# ---- pipe_issue ----
Fig. 1: pipe_issue, routed metal per tile
Drawn at 4 px/µm. 14 x 14 tiles, from dark purple (low) to yellow (high), scaled to the fullest tile. Values are wire area over tile area, all layers added.
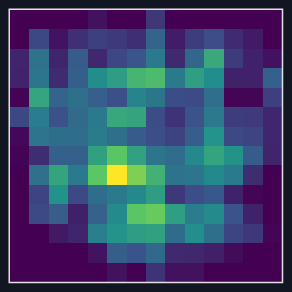
Fig. 2: pipe_issue, pin map
Drawn at 6 px/µm. Pins as bars across the die edge, other pins in gray.
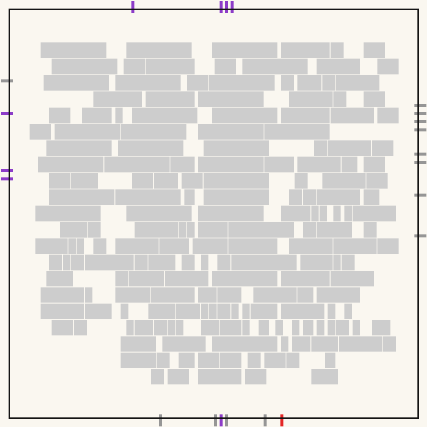
Fig. 3: pipe_issue, M3 wires
Drawn at 6 px/µm. Cells faint in the background.
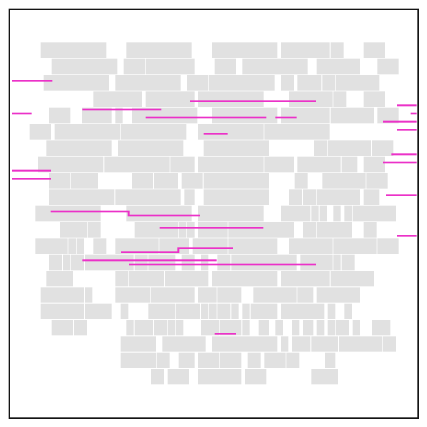
### src/rtl/pipe_issue_pkg.sv
// pipe_issue_pkg: opcodes, memory-port offsets, issue FSM states and the offset lookup
package pipe_issue_pkg;
  localparam logic [7:0] OP_NOP   = 8'd0;
  localparam logic [7:0] OP_MEM1  = 8'd1;
  localparam logic [7:0] OP_MEM2  = 8'd2;
  localparam logic [7:0] OP_ADD   = 8'd3;
  localparam logic [7:0] OP_MULT  = 8'd4;
  localparam logic [7:0] OP_WRITE = 8'd5;
  localparam logic [2:0] MEM1_OFS    = 3'd1;
  localparam logic [2:0] MEM2_OFS    = 3'd2;
  localparam logic [2:0] WRITE_OFS   = 3'd5;
  localparam logic [2:0] PIPE_STAGES = 3'd5;
  typedef enum logic {DRAIN, RUN} state_t;
  function automatic logic [2:0] mem_ofs(input logic [7:0] op);
    return op == OP_MEM1 ? MEM1_OFS : op == OP_MEM2 ? MEM2_OFS : op == OP_WRITE ? WRITE_OFS : 3'd0;
  endfunction
endpackage

### src/rtl/pipe_issue_fifo.sv
// pipe_issue_fifo: DEPTH x W synchronous FIFO with full/empty flags
module pipe_issue_fifo #(
  parameter int DEPTH = 4,
  parameter int W = 8
) (
  input  logic         clk,
  input  logic         reset,
  input  logic         wr,
  input  logic [W-1:0] wdata,
  input  logic         rd,
  output logic [W-1:0] rdata,
  output logic         full,
  output logic         empty
);
  localparam int AW = $clog2(DEPTH);
  logic [W-1:0] mem [DEPTH];
  logic [AW:0] wp, rp;
  logic do_wr, do_rd;
  assign empty = wp == rp;
  assign full  = (wp[AW] != rp[AW]) && (wp[AW-1:0] == rp[AW-1:0]);
  assign do_rd = rd && !empty;
  assign do_wr = wr && (!full || do_rd);
  assign rdata = mem[rp[AW-1:0]];
  // storage array, no reset needed since pointers gate visibility
  always_ff @(posedge clk)
    if (do_wr) mem[wp[AW-1:0]] <= wdata;
  // pointer advance; reset empties the queue
  always_ff @(posedge clk)
    if (reset) begin
      wp <= '0;
      rp <= '0;
    end else begin
      if (do_wr) wp <= wp + 1'b1;
      if (do_rd) rp <= rp + 1'b1;
    end
endmodule

### src/rtl/pipe_issue.sv
// pipe_issue: in-order issue stage with memory-port reservation; stats and shadow check under PIPE_ISSUE_STATS_EN
module pipe_issue
  import pipe_issue_pkg::*;
#(
  parameter int DEPTH = 4,
  parameter int CNT_W = 16
) (
  input  logic             clk,
  input  logic             reset,
  input  logic             in_valid,
  input  logic [7:0]       in_inst,
  output logic             in_ready,
  input  logic             issue_en,
  output logic [7:0]       inst,
  output logic             busy
`ifdef PIPE_ISSUE_STATS_EN
  ,
  output logic [CNT_W-1:0] stall_cnt,
  output logic [CNT_W-1:0] issue_cnt
`endif
);
  localparam logic [5:0] R_MASK = 6'b111110;
  state_t state;
  logic [2:0] drain_cnt;
  logic [5:0] r, nr, d_bit;
  logic [7:0] head;
  logic full, empty, run, hazard, can_issue, bubble;
  assign run       = state == RUN;
  assign in_ready  = !full && run;
  assign busy      = !empty || !run;
  assign nr        = (r >> 1) & R_MASK;
  assign d_bit     = (6'd1 << mem_ofs(head)) & R_MASK;
  assign hazard    = |(nr & d_bit);
  assign can_issue = run && issue_en && !empty && !hazard;
  assign bubble    = run && issue_en && !empty && hazard;
  pipe_issue_fifo #(.DEPTH(DEPTH), .W(8)) u_fifo (
    .clk   (clk),
    .reset (reset),
    .wr    (in_valid && in_ready),
    .wdata (in_inst),
    .rd    (can_issue),
    .rdata (head),
    .full  (full),
    .empty (empty)
  );
  // drain the reset-less pipeline, then issue head or a NOP while tracking port reservations
  always_ff @(posedge clk)
    if (reset) begin
      state     <= DRAIN;
      drain_cnt <= PIPE_STAGES;
      inst      <= OP_NOP;
      r         <= '0;
    end else begin
      inst <= can_issue ? head : OP_NOP;
      r    <= can_issue ? nr | d_bit : nr;
      if (state == DRAIN) begin
        drain_cnt <= drain_cnt - 1'b1;
        if (drain_cnt == 3'd1) state <= RUN;
      end
    end
`ifdef PIPE_ISSUE_STATS_EN
  logic [7:0] sh [1:5];
  logic [1:0] sum_mem_access;
  assign sum_mem_access = {1'b0, sh[1] == OP_MEM1} + {1'b0, sh[2] == OP_MEM2} + {1'b0, sh[5] == OP_WRITE};
  // saturating bubble and issue counters
  always_ff @(posedge clk)
    if (reset) begin
      stall_cnt <= '0;
      issue_cnt <= '0;
    end else begin
      if (bubble && !(&stall_cnt)) stall_cnt <= stall_cnt + CNT_W'(1);
      if (can_issue && head != OP_NOP && !(&issue_cnt)) issue_cnt <= issue_cnt + CNT_W'(1);
    end
  // shadow of the downstream stages, used only to check the port guarantee
  always_ff @(posedge clk)
    if (reset) begin
      for (int k = 1; k <= 5; k++) sh[k] <= OP_NOP;
    end else begin
      sh[1] <= inst;
      for (int k = 2; k <= 5; k++) sh[k] <= sh[k-1];
    end
`ifndef SYNTHESIS
  a_one_mem_access: assert property (@(posedge clk) disable iff (reset) sum_mem_access <= 2'd1);
`endif
`endif
endmodule
### config.mk
export PLATFORM = sky130hd
export DESIGN_NAME = pipe_issue
export DESIGN_NICKNAME = d
export VERILOG_FILES = /design/src/rtl/pipe_issue_pkg.sv /design/src/rtl/pipe_issue_fifo.sv /design/src/rtl/pipe_issue.sv
export SDC_FILE = /design/constraint.sdc
export NUM_CORES = 1
export LEC_CHECK = 0
export CAP_MARGIN = 20
export CORE_MARGIN = 3
export CORE_UTILIZATION = 60
export DETAILED_ROUTE_END_ITERATION = 12
export GPL_TIMING_DRIVEN = 0
export PLACE_DENSITY = 0.86
export SYNTH_ARGS = -nofsm -noshare
export SYNTH_HDL_FRONTEND = slang
export SYNTH_HIERARCHICAL = 1
export SYNTH_SLANG_ARGS = --single-unit
### constraint.sdc
create_clock -name clk -period 5.6 [get_ports clk]
set_input_delay 0.84 -clock clk [delete_from_list [all_inputs] [get_ports clk]]
set_output_delay 0.84 -clock clk [all_outputs]
set_load 0.005 [all_outputs]
==> out/summary.log <==
INFO  die            dieWidth=67.9µm
INFO  logic_synthesis ys_async_sr_fraction=0
INFO  power_and_ir_drop p_total=0.000787W
INFO  clock_network  tritoncts=done
INFO  logic_synthesis cell_accounting_for_the_most_synthesized_area=sky130_fd_sc_hd__edfxtp_1
INFO  grt            grtUsageTotal=0.192
INFO  logic_synthesis synth-adder-area-share=0.0381
INFO  outcome        outcome=complete, no violations
INFO  final_layout   area_growth=15.5%
INFO  logic_synthesis yosys-top-cells-count=sky130_fd_sc_hd__edfxtp_1 (32), sky130_fd_sc_hd__dfxtp_1 (24), sky130_fd_sc_hd__nor2_1 (11), sky130_fd_sc_hd__and2_1 (10), sky130_fd_sc_hd__inv_1 (9)
INFO  power_and_ir_drop combinationalPower=0.000110W
INFO  final_layout   n_all_buffers=25
INFO  final_timing   report.final.slew_viol_count=0
INFO  clock_network  clock_tree.htree_level_count=2
INFO  final_layout   final_cell_mix=sky130_fd_sc_hd__edfxtp_1 (32), sky130_fd_sc_hd__dfxtp_1 (24), sky130_fd_sc_hd__clkdlybuf4s50_1 (21), sky130_fd_sc_hd__nor2_1 (11), sky130_fd_sc_hd__and2_1 (10)
INFO  power_and_ir_drop p_leak=0.903nW
INFO  logic_synthesis synthesis.yosys.warnings=6
INFO  routing        wl_met3=228µm
INFO  routing        initialDrtViolationCount=85
INFO  final_timing   final_period_demand_of_the_worst_path=3.37ns
INFO  routing        final_wirelength=3830µm
INFO  final_timing   fmaxAchievable=297MHz
INFO  placed_design  gp_congestion=0.761
INFO  logic_synthesis syn_nets=175
INFO  setup_path     worst_setup_path_endpoint=u_fifo/wp[2]
INFO  setup_path     critical_path_buf_inv_count=2
INFO  clock_network  clock-root-buffer=sky130_fd_sc_hd__clkbuf_8
INFO  power_and_ir_drop clk-power=0.000210W
INFO  setup_path     r2r_setup_slack=2.23ns
INFO  grt            gr-usage-met2=0.341
INFO  routing        route.detailed.vias_per_inst=5.48
INFO  setup_path     startpoint_type=register
INFO  placed_design  place.port_buffers=21
INFO  grt            busiest_layer=met2
INFO  setup_path     worst_ep_required_time=5.79ns
INFO  routing        uppermost_layer_routed=met4
INFO  power_and_ir_drop vdd_drop_max=0.192mV
INFO  logic_synthesis top_area_frac=0.418
INFO  setup_path     timing.critical_path.depth=8
INFO  final_layout   register_area=1440µm²
INFO  power_and_ir_drop switching_power=0.000189W
INFO  logic_synthesis top_cell=sky130_fd_sc_hd__edfxtp_1
INFO  final_layout   inv_count=9
INFO  final_layout   comb_area_frac=0.304
INFO  placed_design  dpl.cell_count=223
INFO  setup_path     worstSetupEndpointType=register
INFO  clock_network  postCtsHoldBufs=0
INFO  routing        drt_pre_antenna_iters=4
INFO  final_layout   clock_area_frac=0.0334
INFO  run            timing.max_cap.violations=0
INFO  setup_path     crit_slowest_cell=sky130_fd_sc_hd__or4_4
INFO  final_layout   n_sequential_cell=56
INFO  final_timing   tns=0ns
INFO  die            num_tap_cells=46
INFO  final_layout   area_dominant_class=flip-flops and latches
INFO  routing        vias=1267
INFO  power_and_ir_drop power_frac_comb=0.139
INFO  final_layout   seq-cell-share=0.543
INFO  final_layout   n_antenna_cell=0
INFO  logic_synthesis syn_area_per_cell=14.7µm²
INFO  clock_network  total_cts_buffers=5
INFO  die            floorplan.die_area=4610µm²
INFO  power_and_ir_drop cell_internal_pwr=0.000598W
INFO  clock_network  cts.sinks=56
INFO  setup_path     critical-path-top-delay-family=multiplexers
INFO  logic_synthesis yosys.cell_types.count=35
INFO  placed_design  dp_hpwl=2820µm
INFO  placed_design  pre_cts_ws=2.21ns
## Picture notes: Fig. 1
22% of the tiles are nearly empty. The emptiest ninth of the die: south-west. The mean over all tiles is 0.13.

## Picture notes: Fig. 2
Purple marks in_inst, pins 8, direction input, edge 4 north, 3 west, 1 south. Red marks issue_en, pins 1, direction input, edge south.

## Picture notes: Fig. 3
The layer carries 229 µm of wire. 21 nets have wire on it.


# ---- btn_rate_counter_flat ----
Fig. 4: btn_rate_counter_flat, M3 wires
Drawn at 4 px/µm. Cells faint in the background.
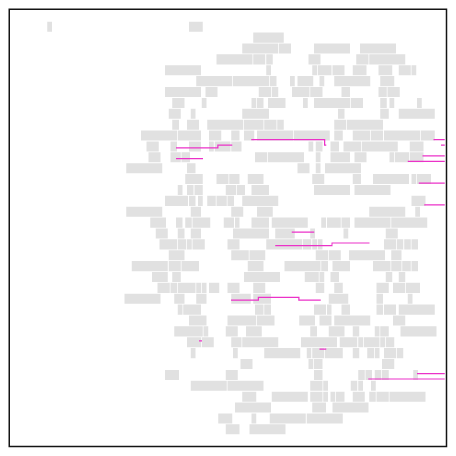
Fig. 5: btn_rate_counter_flat, pin map
Drawn at 3 px/µm. Pins as bars across the die edge, other pins in gray.
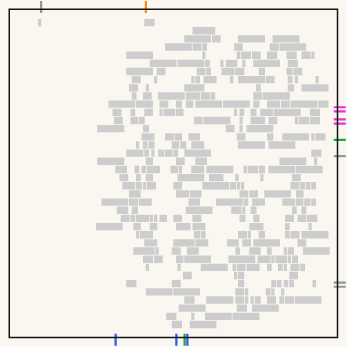
**config.mk**
```make
export PLATFORM = sky130hd
export DESIGN_NAME = btn_rate_counter_flat
export DESIGN_NICKNAME = d
export VERILOG_FILES = /design/src/rtl/btn_rate_pkg.sv /design/src/rtl/btn_rate_counter_if.sv /design/src/rtl/btn_debounce.sv /design/src/rtl/btn_rate_counter.sv /design/src/flat_wrapper.sv
export SDC_FILE = /design/constraint.sdc
export NUM_CORES = 1
export LEC_CHECK = 0
export CAP_MARGIN = 20
export CORE_MARGIN = 2
export CORE_UTILIZATION = 28
export DETAILED_ROUTE_END_ITERATION = 8
export GPL_ROUTABILITY_DRIVEN = 0
export PLACE_DENSITY = 0.51
export RECOVER_POWER = 50
export SKIP_CTS_REPAIR_TIMING = 1
export SYNTH_ARGS = -nofsm -noshare
export SYNTH_HDL_FRONTEND = slang
export SYNTH_SLANG_ARGS = --single-unit
export TNS_END_PERCENT = 5
```
**constraint.sdc**
```tcl
create_clock -name clk_50m -period 4.8 [get_ports clk_50m]
set_input_delay 0.96 -clock clk_50m [delete_from_list [all_inputs] [get_ports clk_50m]]
set_output_delay 0.96 -clock clk_50m [all_outputs]
set_load 0.02 [all_outputs]
```
**src/rtl/btn_rate_pkg.sv**
```systemverilog
// ---------------------------------------------------------------------------
// btn_rate_pkg
// Shared definitions for the button-controlled rate counter.
//   deb_state_t     : per-button debounce FSM encoding (IDLE/COUNT/ARMED/HELD)
//   DEF_DEB_THRESH  : default number of ticks before a press is accepted
//   DEF_LONG_THRESH : default number of ticks before a press becomes "long"
//   cnt_bits()      : width needed to hold a tick count up to a given value
// HELD is only reachable when BTN_LONG_PRESS_EN is defined.
// ---------------------------------------------------------------------------
package btn_rate_pkg;

  typedef enum logic [1:0] {
    ST_IDLE  = 2'd0,
    ST_COUNT = 2'd1,
    ST_ARMED = 2'd2,
    ST_HELD  = 2'd3
  } deb_state_t;

  localparam int DEF_DEB_THRESH  = 20;
  localparam int DEF_LONG_THRESH = 250;

  function automatic int cnt_bits(input int max_val);
    return (max_val < 2) ? 1 : $clog2(max_val + 1);
  endfunction

endpackage

```
**src/rtl/btn_rate_counter_if.sv**
```systemverilog
// ---------------------------------------------------------------------------
// btn_rate_counter_if
// Groups the user-facing signals of btn_rate_counter.
//   en     : count enable (PLL locked)
//   btn_n  : raw buttons, low = pressed
//   led    : active-low LEDs, inverted top counter bits
//   shift  : current step exponent
//   tick   : one-cycle debounce strobe
//   paused : counter frozen by a long press (only with BTN_LONG_PRESS_EN)
// slave = the counter, master = whatever drives it.
// ---------------------------------------------------------------------------
interface btn_rate_counter_if #(
  parameter int LED_COUNT   = 4,
  parameter int SHIFT_WIDTH = 3,
  parameter int NUM_BTN     = 2
);
  logic                   en;
  logic [NUM_BTN-1:0]     btn_n;
  logic [LED_COUNT-1:0]   led;
  logic [SHIFT_WIDTH-1:0] shift;
  logic                   tick;
  logic                   paused;

  modport master (
    output en, btn_n,
    input  led, shift, tick, paused
  );

  modport slave (
    input  en, btn_n,
    output led, shift, tick, paused
  );
endinterface

```
**src/rtl/btn_debounce.sv**
```systemverilog
// ---------------------------------------------------------------------------
// btn_debounce
// One button: 2-flop synchroniser followed by a tick-paced debounce FSM.
//   clk_50m   : clock
//   rstn      : asynchronous active-low reset
//   tick      : debounce strobe; the FSM only moves on tick cycles
//   btn_n     : raw asynchronous button, low = pressed
//   short_rel : one-cycle pulse when a debounced press is released
//   long_rel  : one-cycle pulse when a long press is released
//               (always 0 unless BTN_LONG_PRESS_EN is defined)
// Macro BTN_LONG_PRESS_EN adds parameter LONG_THRESH and the HELD state.
// ---------------------------------------------------------------------------
module btn_debounce
  import btn_rate_pkg::*;
#(
  parameter int DEB_THRESH  = DEF_DEB_THRESH
`ifdef BTN_LONG_PRESS_EN
  ,parameter int LONG_THRESH = DEF_LONG_THRESH
`endif
) (
  input  logic clk_50m,
  input  logic rstn,
  input  logic tick,
  input  logic btn_n,
  output logic short_rel,
  output logic long_rel
);

`ifdef BTN_LONG_PRESS_EN
  localparam int CMAX = LONG_THRESH;
`else
  localparam int CMAX = DEB_THRESH;
`endif
  localparam int            CW      = cnt_bits(CMAX);
  localparam logic [CW-1:0] DEB_LIM = CW'(DEB_THRESH);
`ifdef BTN_LONG_PRESS_EN
  localparam logic [CW-1:0] LONG_LIM = CW'(LONG_THRESH);
`endif

  // The synchroniser carries the *pressed* polarity so that its reset
  // value (0) means "released" and a held button after reset is seen
  // as a fresh press rather than a leftover one.
  logic [1:0]    sync_reg;
  deb_state_t    state_reg, state_next;
  logic [CW-1:0] count_reg, count_next;
  logic          pressed;

  assign pressed = sync_reg[1];

  always_ff @(posedge clk_50m or negedge rstn) begin
    if (!rstn) begin
      sync_reg  <= 2'b00;
      state_reg <= ST_IDLE;
      count_reg <= '0;
    end else begin
      sync_reg  <= {sync_reg[0], ~btn_n};
      state_reg <= state_next;
      count_reg <= count_next;
    end
  end

  always_comb begin
    state_next = state_reg;
    count_next = count_reg;
    short_rel  = 1'b0;
    long_rel   = 1'b0;
    if (tick) begin
      if (!pressed) begin
        // Release from any state: only an accepted press reports anything.
        state_next = ST_IDLE;
        count_next = '0;
        short_rel  = (state_reg == ST_ARMED);
`ifdef BTN_LONG_PRESS_EN
        long_rel   = (state_reg == ST_HELD);
`endif
      end else begin
        case (state_reg)
          ST_IDLE: begin
            state_next = ST_COUNT;
            count_next = CW'(1);
          end
          ST_COUNT: begin
            count_next = count_reg + 1'b1;
            if (count_next >= DEB_LIM) state_next = ST_ARMED;
          end
          ST_ARMED: begin
`ifdef BTN_LONG_PRESS_EN
            count_next = count_reg + 1'b1;
            if (count_next >= LONG_LIM) state_next = ST_HELD;
`else
            count_next = count_reg;  // saturate at the accept threshold
`endif
          end
          ST_HELD: begin
`ifdef BTN_LONG_PRESS_EN
            count_next = count_reg;
`else
            // Unreachable without long-press support; recover cleanly.
            state_next = ST_IDLE;
            count_next = '0;
`endif
          end
          default: begin
            state_next = ST_IDLE;
            count_next = '0;
          end
        endcase
      end
    end
  end

endmodule

```
**src/rtl/btn_rate_counter.sv**
```systemverilog
// ---------------------------------------------------------------------------
// btn_rate_counter
// Free-running counter whose step is 1 << shift; two debounced buttons move
// the step exponent up (btn 0) and down (btn 1). The top LED_COUNT counter
// bits drive active-low LEDs.
//   clk_50m : the only clock, rising edge
//   rstn    : asynchronous active-low reset
//   bus     : btn_rate_counter_if.slave (en, btn_n in; led, shift, tick,
//             paused out)
// Macro BTN_LONG_PRESS_EN: adds parameter LONG_THRESH; a long press on
// btn 0 toggles pause, a long press on btn 1 forces shift to 0.
// Legal only if 2**SHIFT_WIDTH-1 < TICK_BIT < CNT_WIDTH; otherwise large
// steps would never toggle the tick bit and the buttons would go dead.
// ---------------------------------------------------------------------------
module btn_rate_counter
  import btn_rate_pkg::*;
#(
  parameter int LED_COUNT   = 4,
  parameter int CNT_WIDTH   = 30,
  parameter int SHIFT_WIDTH = 3,
  parameter int TICK_BIT    = 16,
  parameter int DEB_THRESH  = DEF_DEB_THRESH,
`ifdef BTN_LONG_PRESS_EN
  parameter int LONG_THRESH = DEF_LONG_THRESH,
`endif
  parameter int NUM_BTN     = 2
) (
  input logic               clk_50m,
  input logic               rstn,
  btn_rate_counter_if.slave bus
);

  localparam logic [SHIFT_WIDTH-1:0] SHIFT_MAX = '1;

  logic [CNT_WIDTH-1:0]   cnt_reg;
  logic [CNT_WIDTH-1:0]   step;
  logic [SHIFT_WIDTH-1:0] shift_reg, shift_next;
  logic                   tick_reg;
  logic                   tick_src, tick_src_q;
  logic                   paused;
  logic                   running;
  logic [NUM_BTN-1:0]     short_rel, long_rel;
  logic                   step_up, step_down;

  assign running = bus.en & ~paused;
  assign step    = CNT_WIDTH'(1) << shift_reg;

`ifdef BTN_LONG_PRESS_EN
  // While paused the counter is frozen, so the debounce time base comes
  // from a small divider instead; otherwise the pause could never be
  // released. It stops with en like the counter does.
  logic                paused_reg, paused_next;
  logic [TICK_BIT:0]   pause_div_reg;

  assign paused   = paused_reg;
  assign tick_src = paused_reg ? pause_div_reg[TICK_BIT] : cnt_reg[TICK_BIT];

  always_ff @(posedge clk_50m or negedge rstn) begin
    if (!rstn) begin
      paused_reg    <= 1'b0;
      pause_div_reg <= '0;
    end else begin
      paused_reg <= paused_next;
      if (paused_reg && bus.en) pause_div_reg <= pause_div_reg + 1'b1;
      else if (!paused_reg)     pause_div_reg <= '0;
    end
  end
`else
  assign paused   = 1'b0;
  assign tick_src = cnt_reg[TICK_BIT];
`endif

  for (genvar gi = 0; gi < NUM_BTN; gi++) begin : g_btn
    btn_debounce #(
      .DEB_THRESH  (DEB_THRESH)
`ifdef BTN_LONG_PRESS_EN
      ,.LONG_THRESH (LONG_THRESH)
`endif
    ) u_deb (
      .clk_50m   (clk_50m),
      .rstn      (rstn),
      .tick      (tick_reg),
      .btn_n     (bus.btn_n[gi]),
      .short_rel (short_rel[gi]),
      .long_rel  (long_rel[gi])
    );
  end

`ifdef BTN_LONG_PRESS_EN
  assign step_up   = short_rel[0];
  assign step_down = short_rel[1];
`else
  // Without long-press support every accepted release is a step.
  assign step_up   = short_rel[0] | long_rel[0];
  assign step_down = short_rel[1] | long_rel[1];
`endif

  always_comb begin
    shift_next = shift_reg;
`ifdef BTN_LONG_PRESS_EN
    paused_next = paused_reg;
    if (long_rel[0]) paused_next = ~paused_reg;
    if (long_rel[1]) begin
      shift_next = '0;
    end else if (long_rel[0]) begin
      // A long press on btn 0 masks a simultaneous short press on btn 1.
      shift_next = shift_reg;
    end else
`endif
    if (step_up && !step_down) begin
      if (shift_reg != SHIFT_MAX) shift_next = shift_reg + 1'b1;
    end else if (step_down && !step_up) begin
      if (shift_reg != '0) shift_next = shift_reg - 1'b1;
    end
  end

  always_ff @(posedge clk_50m or negedge rstn) begin
    if (!rstn) begin
      cnt_reg    <= '0;
      shift_reg  <= '0;
      tick_src_q <= 1'b0;
      tick_reg   <= 1'b0;
    end else begin
      if (running) cnt_reg <= cnt_reg + step;
      shift_reg  <= shift_next;
      // Rising edge of the tick source, delayed one cycle; a holding
      // counter never produces an edge.
      tick_src_q <= tick_src;
      tick_reg   <= tick_src & ~tick_src_q;
    end
  end

  assign bus.led    = ~cnt_reg[CNT_WIDTH-1 -: LED_COUNT];
  assign bus.shift  = shift_reg;
  assign bus.tick   = tick_reg;
  assign bus.paused = paused;

endmodule

```
**src/flat_wrapper.sv**
```systemverilog
// flat-port wrapper written by rule: the top's interface ports become plain ports
module btn_rate_counter_flat import btn_rate_pkg::*;
#(
  parameter int LED_COUNT   = 4,
  parameter int CNT_WIDTH   = 30,
  parameter int SHIFT_WIDTH = 3,
  parameter int TICK_BIT    = 16,
  parameter int DEB_THRESH  = DEF_DEB_THRESH,

  parameter int NUM_BTN     = 2
)
  (clk_50m, rstn, bus_en, bus_btn_n, bus_led, bus_shift, bus_tick, bus_paused);
  btn_rate_counter_if #(.LED_COUNT(LED_COUNT), .SHIFT_WIDTH(SHIFT_WIDTH), .NUM_BTN(NUM_BTN)) bus_i ();
  input logic clk_50m;
  input logic rstn;
  input wire logic [$bits(bus_i.en)-1:0] bus_en;
  input wire logic [$bits(bus_i.btn_n)-1:0] bus_btn_n;
  output wire logic [$bits(bus_i.led)-1:0] bus_led;
  output wire logic [$bits(bus_i.shift)-1:0] bus_shift;
  output wire logic [$bits(bus_i.tick)-1:0] bus_tick;
  output wire logic [$bits(bus_i.paused)-1:0] bus_paused;
  assign bus_i.en = bus_en;
  assign bus_i.btn_n = bus_btn_n;
  assign bus_led = bus_i.led;
  assign bus_shift = bus_i.shift;
  assign bus_tick = bus_i.tick;
  assign bus_paused = bus_i.paused;
  btn_rate_counter #(.LED_COUNT(LED_COUNT), .CNT_WIDTH(CNT_WIDTH), .SHIFT_WIDTH(SHIFT_WIDTH), .TICK_BIT(TICK_BIT), .DEB_THRESH(DEB_THRESH), .NUM_BTN(NUM_BTN)) u_core (.clk_50m(clk_50m), .rstn(rstn), .bus(bus_i));
endmodule
```
==> out/summary.log <==
INFO  final_layout   inv_count=17
INFO  clock_network  tritoncts=done
INFO  setup_path     critical_path_origin=rstn
INFO  final_layout   post_layout_util=0.317
INFO  placed_design  dp_hpwl=4160µm
INFO  final_timing   report.final.slew_viol_count=34
INFO  placed_design  pre_cts_ws=1.87ns
INFO  final_timing   fmaxAchievable=327MHz
INFO  setup_path     critical-path-max-stage-delay=1.35ns
INFO  grt            global_route.overflow_total=0
INFO  final_layout   post_layout_nonfiller_instances=442
INFO  logic_synthesis synth-main-ff-cell=sky130_fd_sc_hd__dfrtp_1
INFO  die            io_pins=14
INFO  grt            use_met1=0.136
INFO  setup_path     critical_path_buf_inv_count=2
INFO  final_timing   post-route-worst-setup-slack=1.74ns
INFO  setup_path     critical_path_class=input pin to async pin
INFO  logic_synthesis netlist_top_cells_area=sky130_fd_sc_hd__dfrtp_1 (43%), sky130_fd_sc_hd__ha_1 (4.9%), sky130_fd_sc_hd__xor2_1 (4.5%)
INFO  final_timing   fin_crit_sh=0.637
INFO  final_layout   seq-cell-share=0.388
INFO  die            floorplan.die_area=11900µm²
INFO  final_layout   area_growth=11.0%
INFO  routing        drt_pre_antenna_iters=4
INFO  logic_synthesis ys_async_sr_fraction=1.00
INFO  setup_path     worstSetupEndpointType=async pin
INFO  outcome        failed_checks=capacitance limit, slew limit
INFO  logic_synthesis synth.ff_latch_count=53
INFO  logic_synthesis syn_nets=311
INFO  power_and_ir_drop power_sequential=0.000497W
INFO  die            die_h=109µm
INFO  hold_path      holdCritPathClass=register to register
INFO  clock_network  total_cts_buffers=5
INFO  power_and_ir_drop combinationalPower=0.000184W
INFO  logic_synthesis topCombFamilyByArea=simple AND/OR/NAND/NOR gates
INFO  final_layout   area_dominant_class=combinational gates
INFO  routing        drc_errors_left=0
INFO  logic_synthesis synth.cellmix.simpleShare=0.183
INFO  final_timing   rsz_0062_raised_after_global_routing=no
INFO  logic_synthesis synth-adder-area-share=0.0617
INFO  run            timing.max_cap.violations=1
INFO  power_and_ir_drop clk-power=0.000273W
INFO  final_layout   drive_above_1_share=0.123
INFO  final_layout   multiInputCombCellCount=211
INFO  grt            busiest_layer=met2
INFO  logic_synthesis cell_accounting_for_the_most_synthesized_area=sky130_fd_sc_hd__dfrtp_1
INFO  outcome        outcome=finished, violations left
INFO  die            floorplan.core_area=10800µm²
INFO  power_and_ir_drop top_power_group=sequential cells
INFO  clock_network  clock_tree.htree_level_count=2
About Fig. 4:
12 nets have wire on it. The longest straight run is 18.8 µm.

About Fig. 5:
Magenta marks bus_led, pins 4, direction output, edge east. Blue marks bus_shift, pins 3, direction output, edge south. Green marks bus_btn_n, pins 2, direction input, edge 1 south, 1 east. Orange marks bus_en, pins 1, direction input, edge north.
All pins by edge: 8 east, 4 south, 2 north.


# ---- simple_logic_ff_tester_flat ----
Fig. 6: simple_logic_ff_tester_flat, M3 wires
Drawn at 8 px/µm. Cells faint in the background.
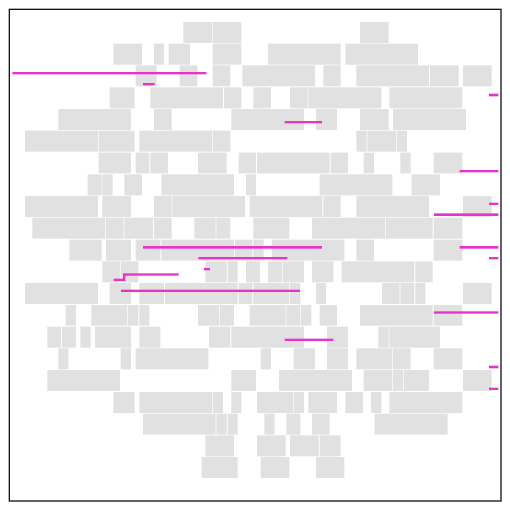
`src/rtl/simple_logic_ff_tester_if.sv`:
```
// Bundle of the tester's control, status and stimulus/response signals.
//   master : the tester itself (drives stimulus and status, reads start and dut_out)
//   slave  : the environment (drives start and dut_out, observes everything else)
//   start           - level request to begin a run
//   dut_a..dut_d    - registered stimulus towards the device under test
//   dut_out         - response from the device under test
//   busy/done/pass  - run status
//   err_count       - mismatches in the current or last run (saturating)
//   first_err_valid - a mismatch has been recorded this run
//   first_err_vec   - {a,b,c,d} of the first mismatching vector
interface simple_logic_ff_tester_if;
    logic       start;
    logic       dut_a;
    logic       dut_b;
    logic       dut_c;
    logic       dut_d;
    logic       dut_out;
    logic       busy;
    logic       done;
    logic       pass;
    logic [4:0] err_count;
    logic       first_err_valid;
    logic [3:0] first_err_vec;

    modport master (
        input  start,
        input  dut_out,
        output dut_a,
        output dut_b,
        output dut_c,
        output dut_d,
        output busy,
        output done,
        output pass,
        output err_count,
        output first_err_valid,
        output first_err_vec
    );

    modport slave (
        output start,
        output dut_out,
        input  dut_a,
        input  dut_b,
        input  dut_c,
        input  dut_d,
        input  busy,
        input  done,
        input  pass,
        input  err_count,
        input  first_err_valid,
        input  first_err_vec
    );
endinterface

```
`src/rtl/simple_logic_ff_tester.sv`:
```
// Exhaustive tester for a 4-input logic block computing out = (a|b)&(c|d) with a fixed
// register latency. A run drives all 16 input vectors, one per cycle, and compares each
// response LATENCY cycles later against the expected value carried down a shift pipeline.
//   LATENCY - device input-to-output latency in cycles (legal range 1..4)
//   clk     - single clock, rising edge
//   rst     - asynchronous, active-high reset
//   bus     - tester side of simple_logic_ff_tester_if (see interface header)
module simple_logic_ff_tester #(
    parameter int unsigned LATENCY = 2
) (
    input  logic                           clk,
    input  logic                           rst,
    simple_logic_ff_tester_if.master       bus
);

    localparam logic [1:0] StIdle  = 2'd0;
    localparam logic [1:0] StRun   = 2'd1;
    localparam logic [1:0] StDrain = 2'd2;
    localparam logic [1:0] StDone  = 2'd3;

    localparam logic [2:0] DrainLast = 3'(LATENCY - 1);
    localparam logic [4:0] ErrMax    = 5'd31;

    // Control state
    logic [1:0] state_q, state_d;
    logic [3:0] vec_q, vec_d;
    logic [3:0] stim_q, stim_d;
    logic [2:0] drain_cnt_q, drain_cnt_d;

    // Expected-value pipeline; index LATENCY-1 is the tail compared against dut_out
    logic [LATENCY-1:0]      pipe_valid_q, pipe_valid_d;
    logic [LATENCY-1:0]      pipe_exp_q, pipe_exp_d;
    logic [LATENCY-1:0][3:0] pipe_vec_q, pipe_vec_d;

    // Results
    logic [4:0] err_count_q, err_count_d;
    logic       first_err_valid_q, first_err_valid_d;
    logic [3:0] first_err_vec_q, first_err_vec_d;

    logic run_start;
    logic in_run;
    logic active;
    logic tail_valid;
    logic tail_exp;
    logic [3:0] tail_vec;
    logic mismatch;

    function automatic logic expected_of(input logic [3:0] v);
        return (v[3] | v[2]) & (v[1] | v[0]);
    endfunction

    assign in_run    = (state_q == StRun);
    assign active    = (state_q == StRun) || (state_q == StDrain);
    // start is honoured only from IDLE or DONE; it is ignored while busy
    assign run_start = bus.start && ((state_q == StIdle) || (state_q == StDone));

    assign tail_valid = pipe_valid_q[LATENCY-1];
    assign tail_exp   = pipe_exp_q[LATENCY-1];
    assign tail_vec   = pipe_vec_q[LATENCY-1];
    assign mismatch   = active && tail_valid && (bus.dut_out != tail_exp);

    // ------------------------------------------------------------------
    // Sequencing: RUN for 16 vectors, DRAIN for LATENCY cycles, then DONE
    // ------------------------------------------------------------------
    always_comb begin
        state_d     = state_q;
        vec_d       = vec_q;
        drain_cnt_d = drain_cnt_q;

        case (state_q)
            StIdle, StDone: begin
                if (bus.start) begin
                    state_d = StRun;
                    vec_d   = 4'd0;
                end
            end
            StRun: begin
                vec_d = vec_q + 4'd1;
                if (vec_q == 4'd15) begin
                    state_d     = StDrain;
                    drain_cnt_d = 3'd0;
                end
            end
            StDrain: begin
                drain_cnt_d = drain_cnt_q + 3'd1;
                if (drain_cnt_q == DrainLast) begin
                    state_d = StDone;
                end
            end
            default: begin
                state_d = StIdle;
            end
        endcase

        // Stimulus pins are registered so they line up exactly with vec during RUN
        stim_d = (state_d == StRun) ? vec_d : 4'd0;
    end

    // ------------------------------------------------------------------
    // Expected-value pipeline: advances every cycle, loads valid only in RUN
    // ------------------------------------------------------------------
    always_comb begin
        pipe_valid_d    = '0;
        pipe_exp_d      = '0;
        pipe_vec_d      = '0;

        pipe_valid_d[0] = in_run;
        pipe_exp_d[0]   = expected_of(stim_q);
        pipe_vec_d[0]   = stim_q;
        for (int i = 1; i < int'(LATENCY); i++) begin
            pipe_valid_d[i] = pipe_valid_q[i-1];
            pipe_exp_d[i]   = pipe_exp_q[i-1];
            pipe_vec_d[i]   = pipe_vec_q[i-1];
        end

        if (run_start) begin
            pipe_valid_d = '0;
            pipe_exp_d   = '0;
            pipe_vec_d   = '0;
        end
    end

    // ------------------------------------------------------------------
    // Result accumulation
    // ------------------------------------------------------------------
    always_comb begin
        err_count_d       = err_count_q;
        first_err_valid_d = first_err_valid_q;
        first_err_vec_d   = first_err_vec_q;

        if (run_start) begin
            err_count_d       = 5'd0;
            first_err_valid_d = 1'b0;
            first_err_vec_d   = 4'd0;
        end else if (mismatch) begin
            if (err_count_q != ErrMax) begin
                err_count_d = err_count_q + 5'd1;
            end
            // Only the first mismatch of a run is captured
            if (!first_err_valid_q) begin
                first_err_valid_d = 1'b1;
                first_err_vec_d   = tail_vec;
            end
        end
    end

    always_ff @(posedge clk or posedge rst) begin
        if (rst) begin
            state_q           <= StIdle;
            vec_q             <= 4'd0;
            stim_q            <= 4'd0;
            drain_cnt_q       <= 3'd0;
            pipe_valid_q      <= '0;
            pipe_exp_q        <= '0;
            pipe_vec_q        <= '0;
            err_count_q       <= 5'd0;
            first_err_valid_q <= 1'b0;
            first_err_vec_q   <= 4'd0;
        end else begin
            state_q           <= state_d;
            vec_q             <= vec_d;
            stim_q            <= stim_d;
            drain_cnt_q       <= drain_cnt_d;
            pipe_valid_q      <= pipe_valid_d;
            pipe_exp_q        <= pipe_exp_d;
            pipe_vec_q        <= pipe_vec_d;
            err_count_q       <= err_count_d;
            first_err_valid_q <= first_err_valid_d;
            first_err_vec_q   <= first_err_vec_d;
        end
    end

    // ------------------------------------------------------------------
    // Outputs
    // ------------------------------------------------------------------
    assign bus.dut_a           = stim_q[3];
    assign bus.dut_b           = stim_q[2];
    assign bus.dut_c           = stim_q[1];
    assign bus.dut_d           = stim_q[0];
    assign bus.busy            = active;
    assign bus.done            = (state_q == StDone);
    assign bus.pass            = (state_q == StDone) && (err_count_q == 5'd0);
    assign bus.err_count       = err_count_q;
    assign bus.first_err_valid = first_err_valid_q;
    assign bus.first_err_vec   = first_err_vec_q;

endmodule
```
`src/flat_wrapper.sv`:
```
// flat-port wrapper written by rule: the top's interface ports become plain ports
module simple_logic_ff_tester_flat 
#(
    parameter int unsigned LATENCY = 2
)
  (clk, rst, bus_start, bus_dut_out, bus_dut_a, bus_dut_b, bus_dut_c, bus_dut_d, bus_busy, bus_done, bus_pass, bus_err_count, bus_first_err_valid, bus_first_err_vec);
  simple_logic_ff_tester_if bus_i ();
  input  logic clk;
  input  logic rst;
  input wire logic [$bits(bus_i.start)-1:0] bus_start;
  input wire logic [$bits(bus_i.dut_out)-1:0] bus_dut_out;
  output wire logic [$bits(bus_i.dut_a)-1:0] bus_dut_a;
  output wire logic [$bits(bus_i.dut_b)-1:0] bus_dut_b;
  output wire logic [$bits(bus_i.dut_c)-1:0] bus_dut_c;
  output wire logic [$bits(bus_i.dut_d)-1:0] bus_dut_d;
  output wire logic [$bits(bus_i.busy)-1:0] bus_busy;
  output wire logic [$bits(bus_i.done)-1:0] bus_done;
  output wire logic [$bits(bus_i.pass)-1:0] bus_pass;
  output wire logic [$bits(bus_i.err_count)-1:0] bus_err_count;
  output wire logic [$bits(bus_i.first_err_valid)-1:0] bus_first_err_valid;
  output wire logic [$bits(bus_i.first_err_vec)-1:0] bus_first_err_vec;
  assign bus_i.start = bus_start;
  assign bus_i.dut_out = bus_dut_out;
  assign bus_dut_a = bus_i.dut_a;
  assign bus_dut_b = bus_i.dut_b;
  assign bus_dut_c = bus_i.dut_c;
  assign bus_dut_d = bus_i.dut_d;
  assign bus_busy = bus_i.busy;
  assign bus_done = bus_i.done;
  assign bus_pass = bus_i.pass;
  assign bus_err_count = bus_i.err_count;
  assign bus_first_err_valid = bus_i.first_err_valid;
  assign bus_first_err_vec = bus_i.first_err_vec;
  simple_logic_ff_tester #(.LATENCY(LATENCY)) u_core (.clk(clk), .rst(rst), .bus(bus_i));
endmodule
```
`config.mk`:
```
export PLATFORM = sky130hd
export DESIGN_NAME = simple_logic_ff_tester_flat
export DESIGN_NICKNAME = d
export VERILOG_FILES = /design/src/rtl/simple_logic_ff_tester_if.sv /design/src/rtl/simple_logic_ff_tester.sv /design/src/flat_wrapper.sv
export SDC_FILE = /design/constraint.sdc
export NUM_CORES = 1
export LEC_CHECK = 0
export CORE_MARGIN = 1
export CORE_UTILIZATION = 45
export DETAILED_ROUTE_END_ITERATION = 6
export GPL_ROUTABILITY_DRIVEN = 0
export PLACE_DENSITY = 0.67
export SKIP_LAST_GASP = 1
export SYNTH_ARGS = -nofsm -noshare
export SYNTH_HDL_FRONTEND = slang
export SYNTH_SLANG_ARGS = --single-unit
export TNS_END_PERCENT = 5
```
`constraint.sdc`:
```
create_clock -name clk -period 4.7 [get_ports clk]
set_input_delay 0.705 -clock clk [delete_from_list [all_inputs] [get_ports clk]]
set_output_delay 0.705 -clock clk [all_outputs]
set_load 0.05 [all_outputs]
```
==> out/summary.log <==
INFO  placed_design  place.port_buffers=20
INFO  die            floorplan.die_area=3760µm²
INFO  grt            grt_first_pass_wirelength=4360µm
INFO  final_layout   final_nets=177
INFO  final_layout   layout.nonclk_buf_frac=0.110
INFO  logic_synthesis synth.ff_latch_count=35
INFO  setup_path     timing.critical_path.depth=4
INFO  final_layout   post_layout_nonfiller_instances=211
INFO  final_layout   area_growth=19.3%
INFO  setup_path     critical-path-max-stage-delay=0.82ns
INFO  clock_network  cts.reportedPaths.clkPinSlew=0.11ns
INFO  logic_synthesis syn_nets=153
INFO  die            die_h=61.3µm
INFO  logic_synthesis yosysSeqAreaShare=0.554
INFO  outcome        outcome=complete, no violations
INFO  setup_path     worstReg2RegEnd=u_core.stim_q[0]
INFO  grt            use_met1=0.206
INFO  routing        drc_errors_left=0
## Picture notes: Fig. 6
The wires run mostly horizontal. The layer holds 4.8% of the routed length.


# ---- memory_port_arbiter ----
Fig. 7: memory_port_arbiter, M3 wires
Drawn at 3 px/µm. Cells faint in the background.
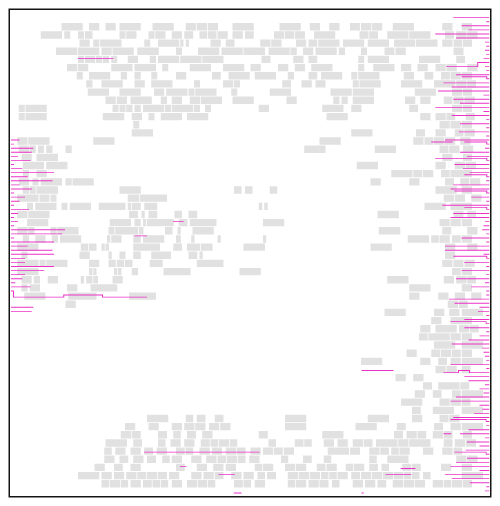
Fig. 8: memory_port_arbiter, a small window of the routed layout
Region (95, 96) to (145, 146) µm. Cells in gray, sequential cells in the stronger gray; small squares are vias.
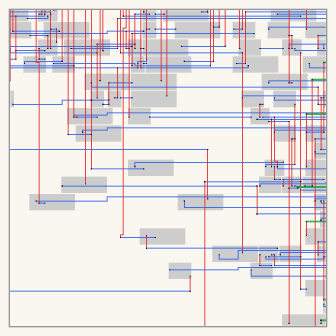
File: config.mk
export PLATFORM = sky130hd
export DESIGN_NAME = memory_port_arbiter
export DESIGN_NICKNAME = d
export VERILOG_FILES = /design/src/rtl/cache_pkg.sv /design/src/rtl/memory_port_arbiter_counter.sv /design/src/rtl/memory_port_arbiter.sv
export SDC_FILE = /design/constraint.sdc
export NUM_CORES = 1
export LEC_CHECK = 0
export CORE_AREA = 2 2 158 160
export CTS_BUF_LIST = sky130_fd_sc_hd__clkbuf_4
export DETAILED_ROUTE_END_ITERATION = 16
export DIE_AREA = 0 0 160 162
export SYNTH_ARGS = -nofsm -noshare
export SYNTH_HDL_FRONTEND = slang
export SYNTH_SLANG_ARGS = --single-unit
File: constraint.sdc
create_clock -name clk_i -period 2.78 [get_ports clk_i]
set_clock_uncertainty 0.05 [all_clocks]
set_input_delay 0.417 -clock clk_i [delete_from_list [all_inputs] [get_ports clk_i]]
set_output_delay 0.417 -clock clk_i [all_outputs]
set_load 0.05 [all_outputs]
File: src/rtl/cache_pkg.sv
// Shared types for the memory port arbiter.
//   arbiter_state_t : arbiter FSM encoding
//   store_width_t   : store access size (byte/half/word)
//   cnt_w()         : width of an outstanding-transaction counter
package cache_pkg;

  localparam int unsigned ADDR_W = 32;
  localparam int unsigned DATA_W = 32;

  typedef logic [1:0] store_width_t;

  typedef enum logic [1:0] {
    IDLE  = 2'd0,
    BUSY  = 2'd1,
    DRAIN = 2'd2
  } arbiter_state_t;

  // Needs to hold the value max itself, hence the extra bit.
  function automatic int unsigned cnt_w(input int unsigned max);
    return 32'($clog2(max)) + 32'd1;
  endfunction

endpackage

File: src/rtl/memory_port_arbiter_counter.sv
// Outstanding-transaction counter.
//   inc_i   : a request was forwarded this cycle
//   dec_i   : a response arrived this cycle (ignored when empty)
//   count_o : current in-flight count
//   full_o  : count == MAX, empty_o : count == 0
module outstanding_counter
  import cache_pkg::*;
#(
  parameter int unsigned MAX = 4
) (
  input  logic                    clk_i,
  input  logic                    rst_i,
  input  logic                    inc_i,
  input  logic                    dec_i,
  output logic [cnt_w(MAX)-1:0]   count_o,
  output logic                    full_o,
  output logic                    empty_o
);

  localparam int unsigned CW = cnt_w(MAX);

  logic [CW-1:0] count_q;
  logic [CW-1:0] count_d;
  logic          inc_ok;
  logic          dec_ok;

  assign full_o  = (count_q == CW'(MAX));
  assign empty_o = (count_q == '0);
  assign count_o = count_q;

  // Stray responses at zero are dropped so the count never underflows.
  always_comb begin
    inc_ok  = inc_i & ~full_o;
    dec_ok  = dec_i & ~empty_o;
    count_d = count_q;
    if (inc_ok && !dec_ok) begin
      count_d = count_q + CW'(1);
    end else if (dec_ok && !inc_ok) begin
      count_d = count_q - CW'(1);
    end
  end

  always_ff @(posedge clk_i or posedge rst_i) begin
    if (rst_i) begin
      count_q <= '0;
    end else begin
      count_q <= count_d;
    end
  end

endmodule

File: src/rtl/memory_port_arbiter.sv
// Two-master arbiter for a single memory load/store port.
//   access_req_i / stall_o : per-master ownership handshake
//   m_load_* / m_store_*   : per-master channels (owner muxed to memory)
//   load_* / store_*       : memory-side channels
// Ownership is held while the owner requests; on release the arbiter
// drains in-flight loads/stores before re-arbitrating (round-robin ties).
module memory_port_arbiter
  import cache_pkg::*;
#(
  parameter int unsigned MAX_OUTSTANDING = 4
) (
  input  logic                         clk_i,
  input  logic                         rst_i,
  input  logic [1:0]                   access_req_i,
  output logic [1:0]                   stall_o,
  input  logic [1:0]                   m_load_request_i,
  input  logic [1:0][ADDR_W-1:0]       m_load_address_i,
  input  logic [1:0]                   m_load_invalidate_i,
  output logic [1:0][DATA_W-1:0]       m_load_data_o,
  output logic [1:0]                   m_load_valid_o,
  input  logic [1:0]                   m_store_request_i,
  input  logic [1:0][ADDR_W-1:0]       m_store_address_i,
  input  logic [1:0][DATA_W-1:0]       m_store_data_i,
  input  store_width_t [1:0]           m_store_width_i,
  output logic [1:0]                   m_store_done_o,
  output logic                         load_request_o,
  output logic [ADDR_W-1:0]            load_address_o,
  output logic                         load_invalidate_o,
  input  logic [DATA_W-1:0]            load_data_i,
  input  logic                         load_valid_i,
  output logic                         store_request_o,
  output logic [ADDR_W-1:0]            store_address_o,
  output logic [DATA_W-1:0]            store_data_o,
  output store_width_t                 store_width_o,
  input  logic                         store_done_i
);

  localparam int unsigned CNT_W = cnt_w(MAX_OUTSTANDING);

  arbiter_state_t state_q, state_d;
  logic           owner_q, owner_d;
  logic           last_owner_q, last_owner_d;

  logic [CNT_W-1:0] load_cnt, store_cnt;
  logic load_full, load_empty, store_full, store_empty;
  logic any_full;
  logic inflight;

  assign any_full = load_full | store_full;
  assign inflight = (load_cnt != '0) || (store_cnt != '0);

  outstanding_counter #(.MAX(MAX_OUTSTANDING)) u_load_cnt (
    .clk_i   (clk_i),
    .rst_i   (rst_i),
    .inc_i   (load_request_o),
    .dec_i   (load_valid_i),
    .count_o (load_cnt),
    .full_o  (load_full),
    .empty_o (load_empty)
  );

  outstanding_counter #(.MAX(MAX_OUTSTANDING)) u_store_cnt (
    .clk_i   (clk_i),
    .rst_i   (rst_i),
    .inc_i   (store_request_o),
    .dec_i   (store_done_i),
    .count_o (store_cnt),
    .full_o  (store_full),
    .empty_o (store_empty)
  );

  // Next-state, grant and channel muxing.
  always_comb begin
    state_d           = state_q;
    owner_d           = owner_q;
    last_owner_d      = last_owner_q;
    stall_o           = 2'b11;
    load_request_o    = 1'b0;
    load_address_o    = '0;
    load_invalidate_o = 1'b0;
    store_request_o   = 1'b0;
    store_address_o   = '0;
    store_data_o      = '0;
    store_width_o     = '0;
    m_load_data_o     = '0;
    m_load_valid_o    = '0;
    m_store_done_o    = '0;

    unique case (state_q)
      IDLE: begin
        if (|access_req_i) begin
          // Both requesting: alternate away from the previous winner.
          owner_d      = (&access_req_i) ? ~last_owner_q : access_req_i[1];
          last_owner_d = owner_d;
          state_d      = BUSY;
        end
      end
      BUSY: begin
        // Stall the owner (and mask its requests) while a counter is full.
        stall_o[owner_q]  = any_full;
        load_request_o    = m_load_request_i[owner_q] & ~any_full;
        load_address_o    = m_load_address_i[owner_q];
        load_invalidate_o = m_load_invalidate_i[owner_q];
        store_request_o   = m_store_request_i[owner_q] & ~any_full;
        store_address_o   = m_store_address_i[owner_q];
        store_data_o      = m_store_data_i[owner_q];
        store_width_o     = m_store_width_i[owner_q];
        if (!access_req_i[owner_q]) begin
          state_d = inflight ? DRAIN : IDLE;
        end
      end
      DRAIN: begin
        if (!inflight) begin
          state_d = IDLE;
        end
      end
      default: state_d = IDLE;
    endcase

    // Responses go to the owner only; untracked responses are dropped.
    m_load_valid_o[owner_q] = load_valid_i & ~load_empty;
    if (load_valid_i && !load_empty) begin
      m_load_data_o[owner_q] = load_data_i;
    end
    m_store_done_o[owner_q] = store_done_i & ~store_empty;
  end

  always_ff @(posedge clk_i or posedge rst_i) begin
    if (rst_i) begin
      state_q      <= IDLE;
      owner_q      <= 1'b0;
      last_owner_q <= 1'b1;
    end else begin
      state_q      <= state_d;
      owner_q      <= owner_d;
      last_owner_q <= last_owner_d;
    end
  end

endmodule
==> out/summary.log <==
INFO  outcome        outcome=complete, no violations
INFO  setup_path     startpoint_type=register
INFO  placed_design  gp_congestion=0.801
INFO  final_layout   area_growth=273%
INFO  final_layout   area_dominant_class=buffers
INFO  final_layout   n_all_buffers=416
INFO  grt            busiest_layer=met2
INFO  power_and_ir_drop power.share.clock=0.013
INFO  power_and_ir_drop power_frac_comb=0.946
INFO  die            floorplan.core_area=24100µm²
INFO  power_and_ir_drop power_sequential=0.000359W
INFO  final_layout   n_fill_cell=2454
INFO  setup_path     r2r-start=owner_q
INFO  final_timing   report.final.slew_viol_count=0
INFO  final_timing   fin_crit_sh=0.930
INFO  final_timing   rsz_0062_raised_after_global_routing=no
INFO  grt            grt_antenna_before_repair=0
INFO  clock_network  clock_tree.htree_level_count=1
INFO  final_layout   n_antenna_cell=0
INFO  final_timing   finalSetupViolations=0
INFO  final_timing   fmaxAchievable=387MHz
INFO  placed_design  place.port_buffers=410
INFO  final_layout   drive_above_1_share=0.291
INFO  grt            grt_first_pass_wirelength=25700µm
INFO  die            num_tap_cells=324
INFO  final_layout   inv_count=4
INFO  clock_network  cts.repair_timing.setup_buffer_count=0
INFO  run            tool_warnings=26
INFO  routing        wl_met3=1200µm
INFO  power_and_ir_drop p_total=0.00858W
INFO  logic_synthesis postSynthCellCount=254
About Fig. 7:
The longest straight run is 38.2 µm. The layer carries 1200 µm of wire. The layer holds 6.6% of the routed length. 165 nets have wire on it. The wires run mostly horizontal.

About Fig. 8:
Blue marks met1. Red marks met2. Green marks met3.
57 logic cells have their middle in the window. Sequential cells in the window: 0. Most frequent: buf_12 (22), clkdlybuf4s50_1 (21), a22o_1 (8).



==> gallery <==
Placed cells, one color a class.
Plate I
Drawn at 10 px/µm.
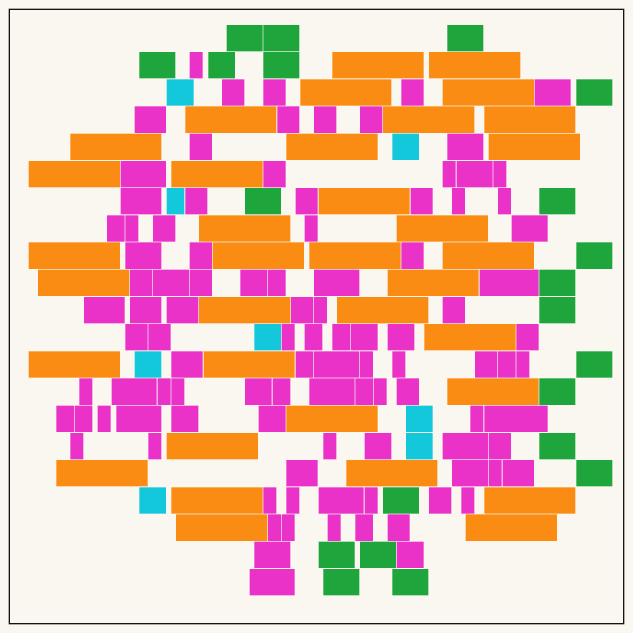
Plate II
Drawn at 4 px/µm.
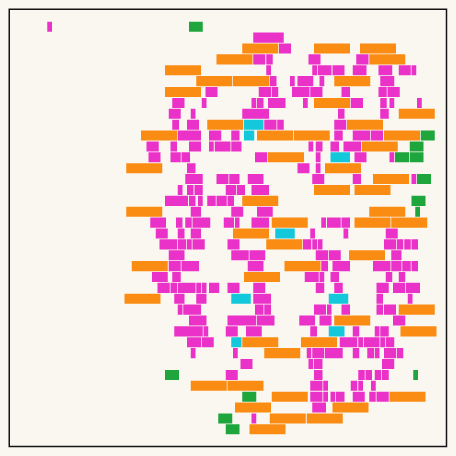
Plate III
Drawn at 8 px/µm.
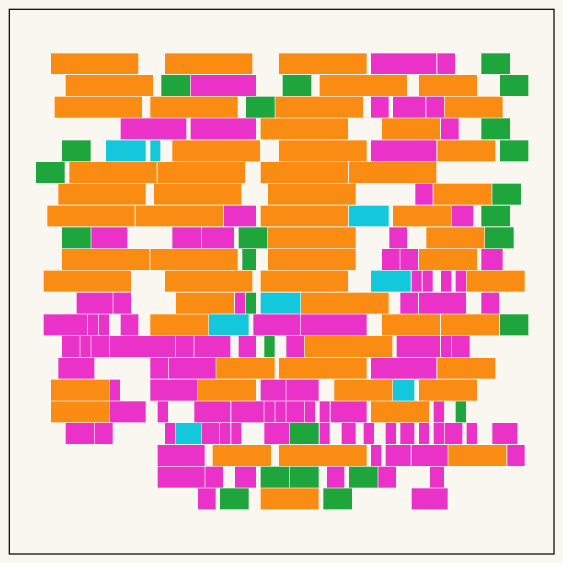
Plate IV
Drawn at 4 px/µm.
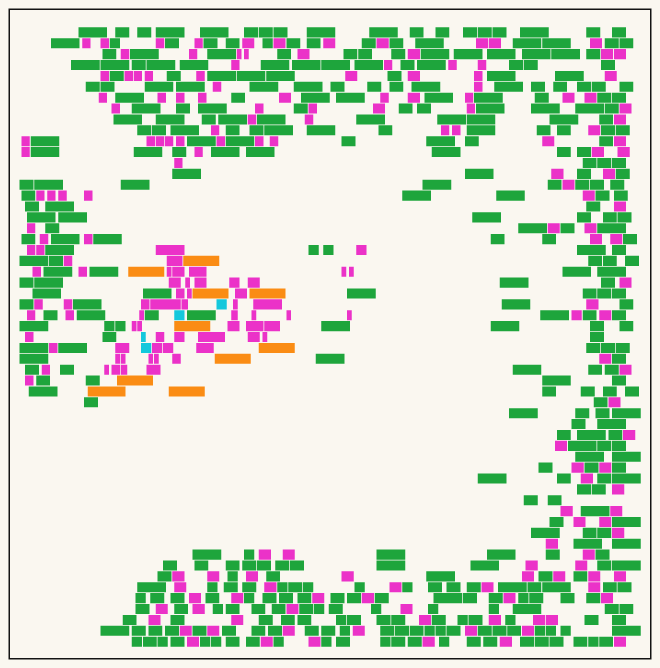
| picture | from |
|---|---|
| Plate IV | memory_port_arbiter |
| Plate II | btn_rate_counter_flat |
| Plate I | simple_logic_ff_tester_flat |
| Plate III | pipe_issue |
Of these, fewest sequential cells: Plate IV
Of these, largest die: Plate IV

Key to Plate III:
Orange marks flip-flops, cells 56, share of their area 55%. Magenta marks all other logic, cells 96, share of their area 32%. Cyan marks clock drivers and dummy loads, cells 8, share of their area 3.4%. Green marks other buffers and delay cells, cells 25, share of their area 8.7%.

No activity file was given, so power comes from the tool's default toggle rates.
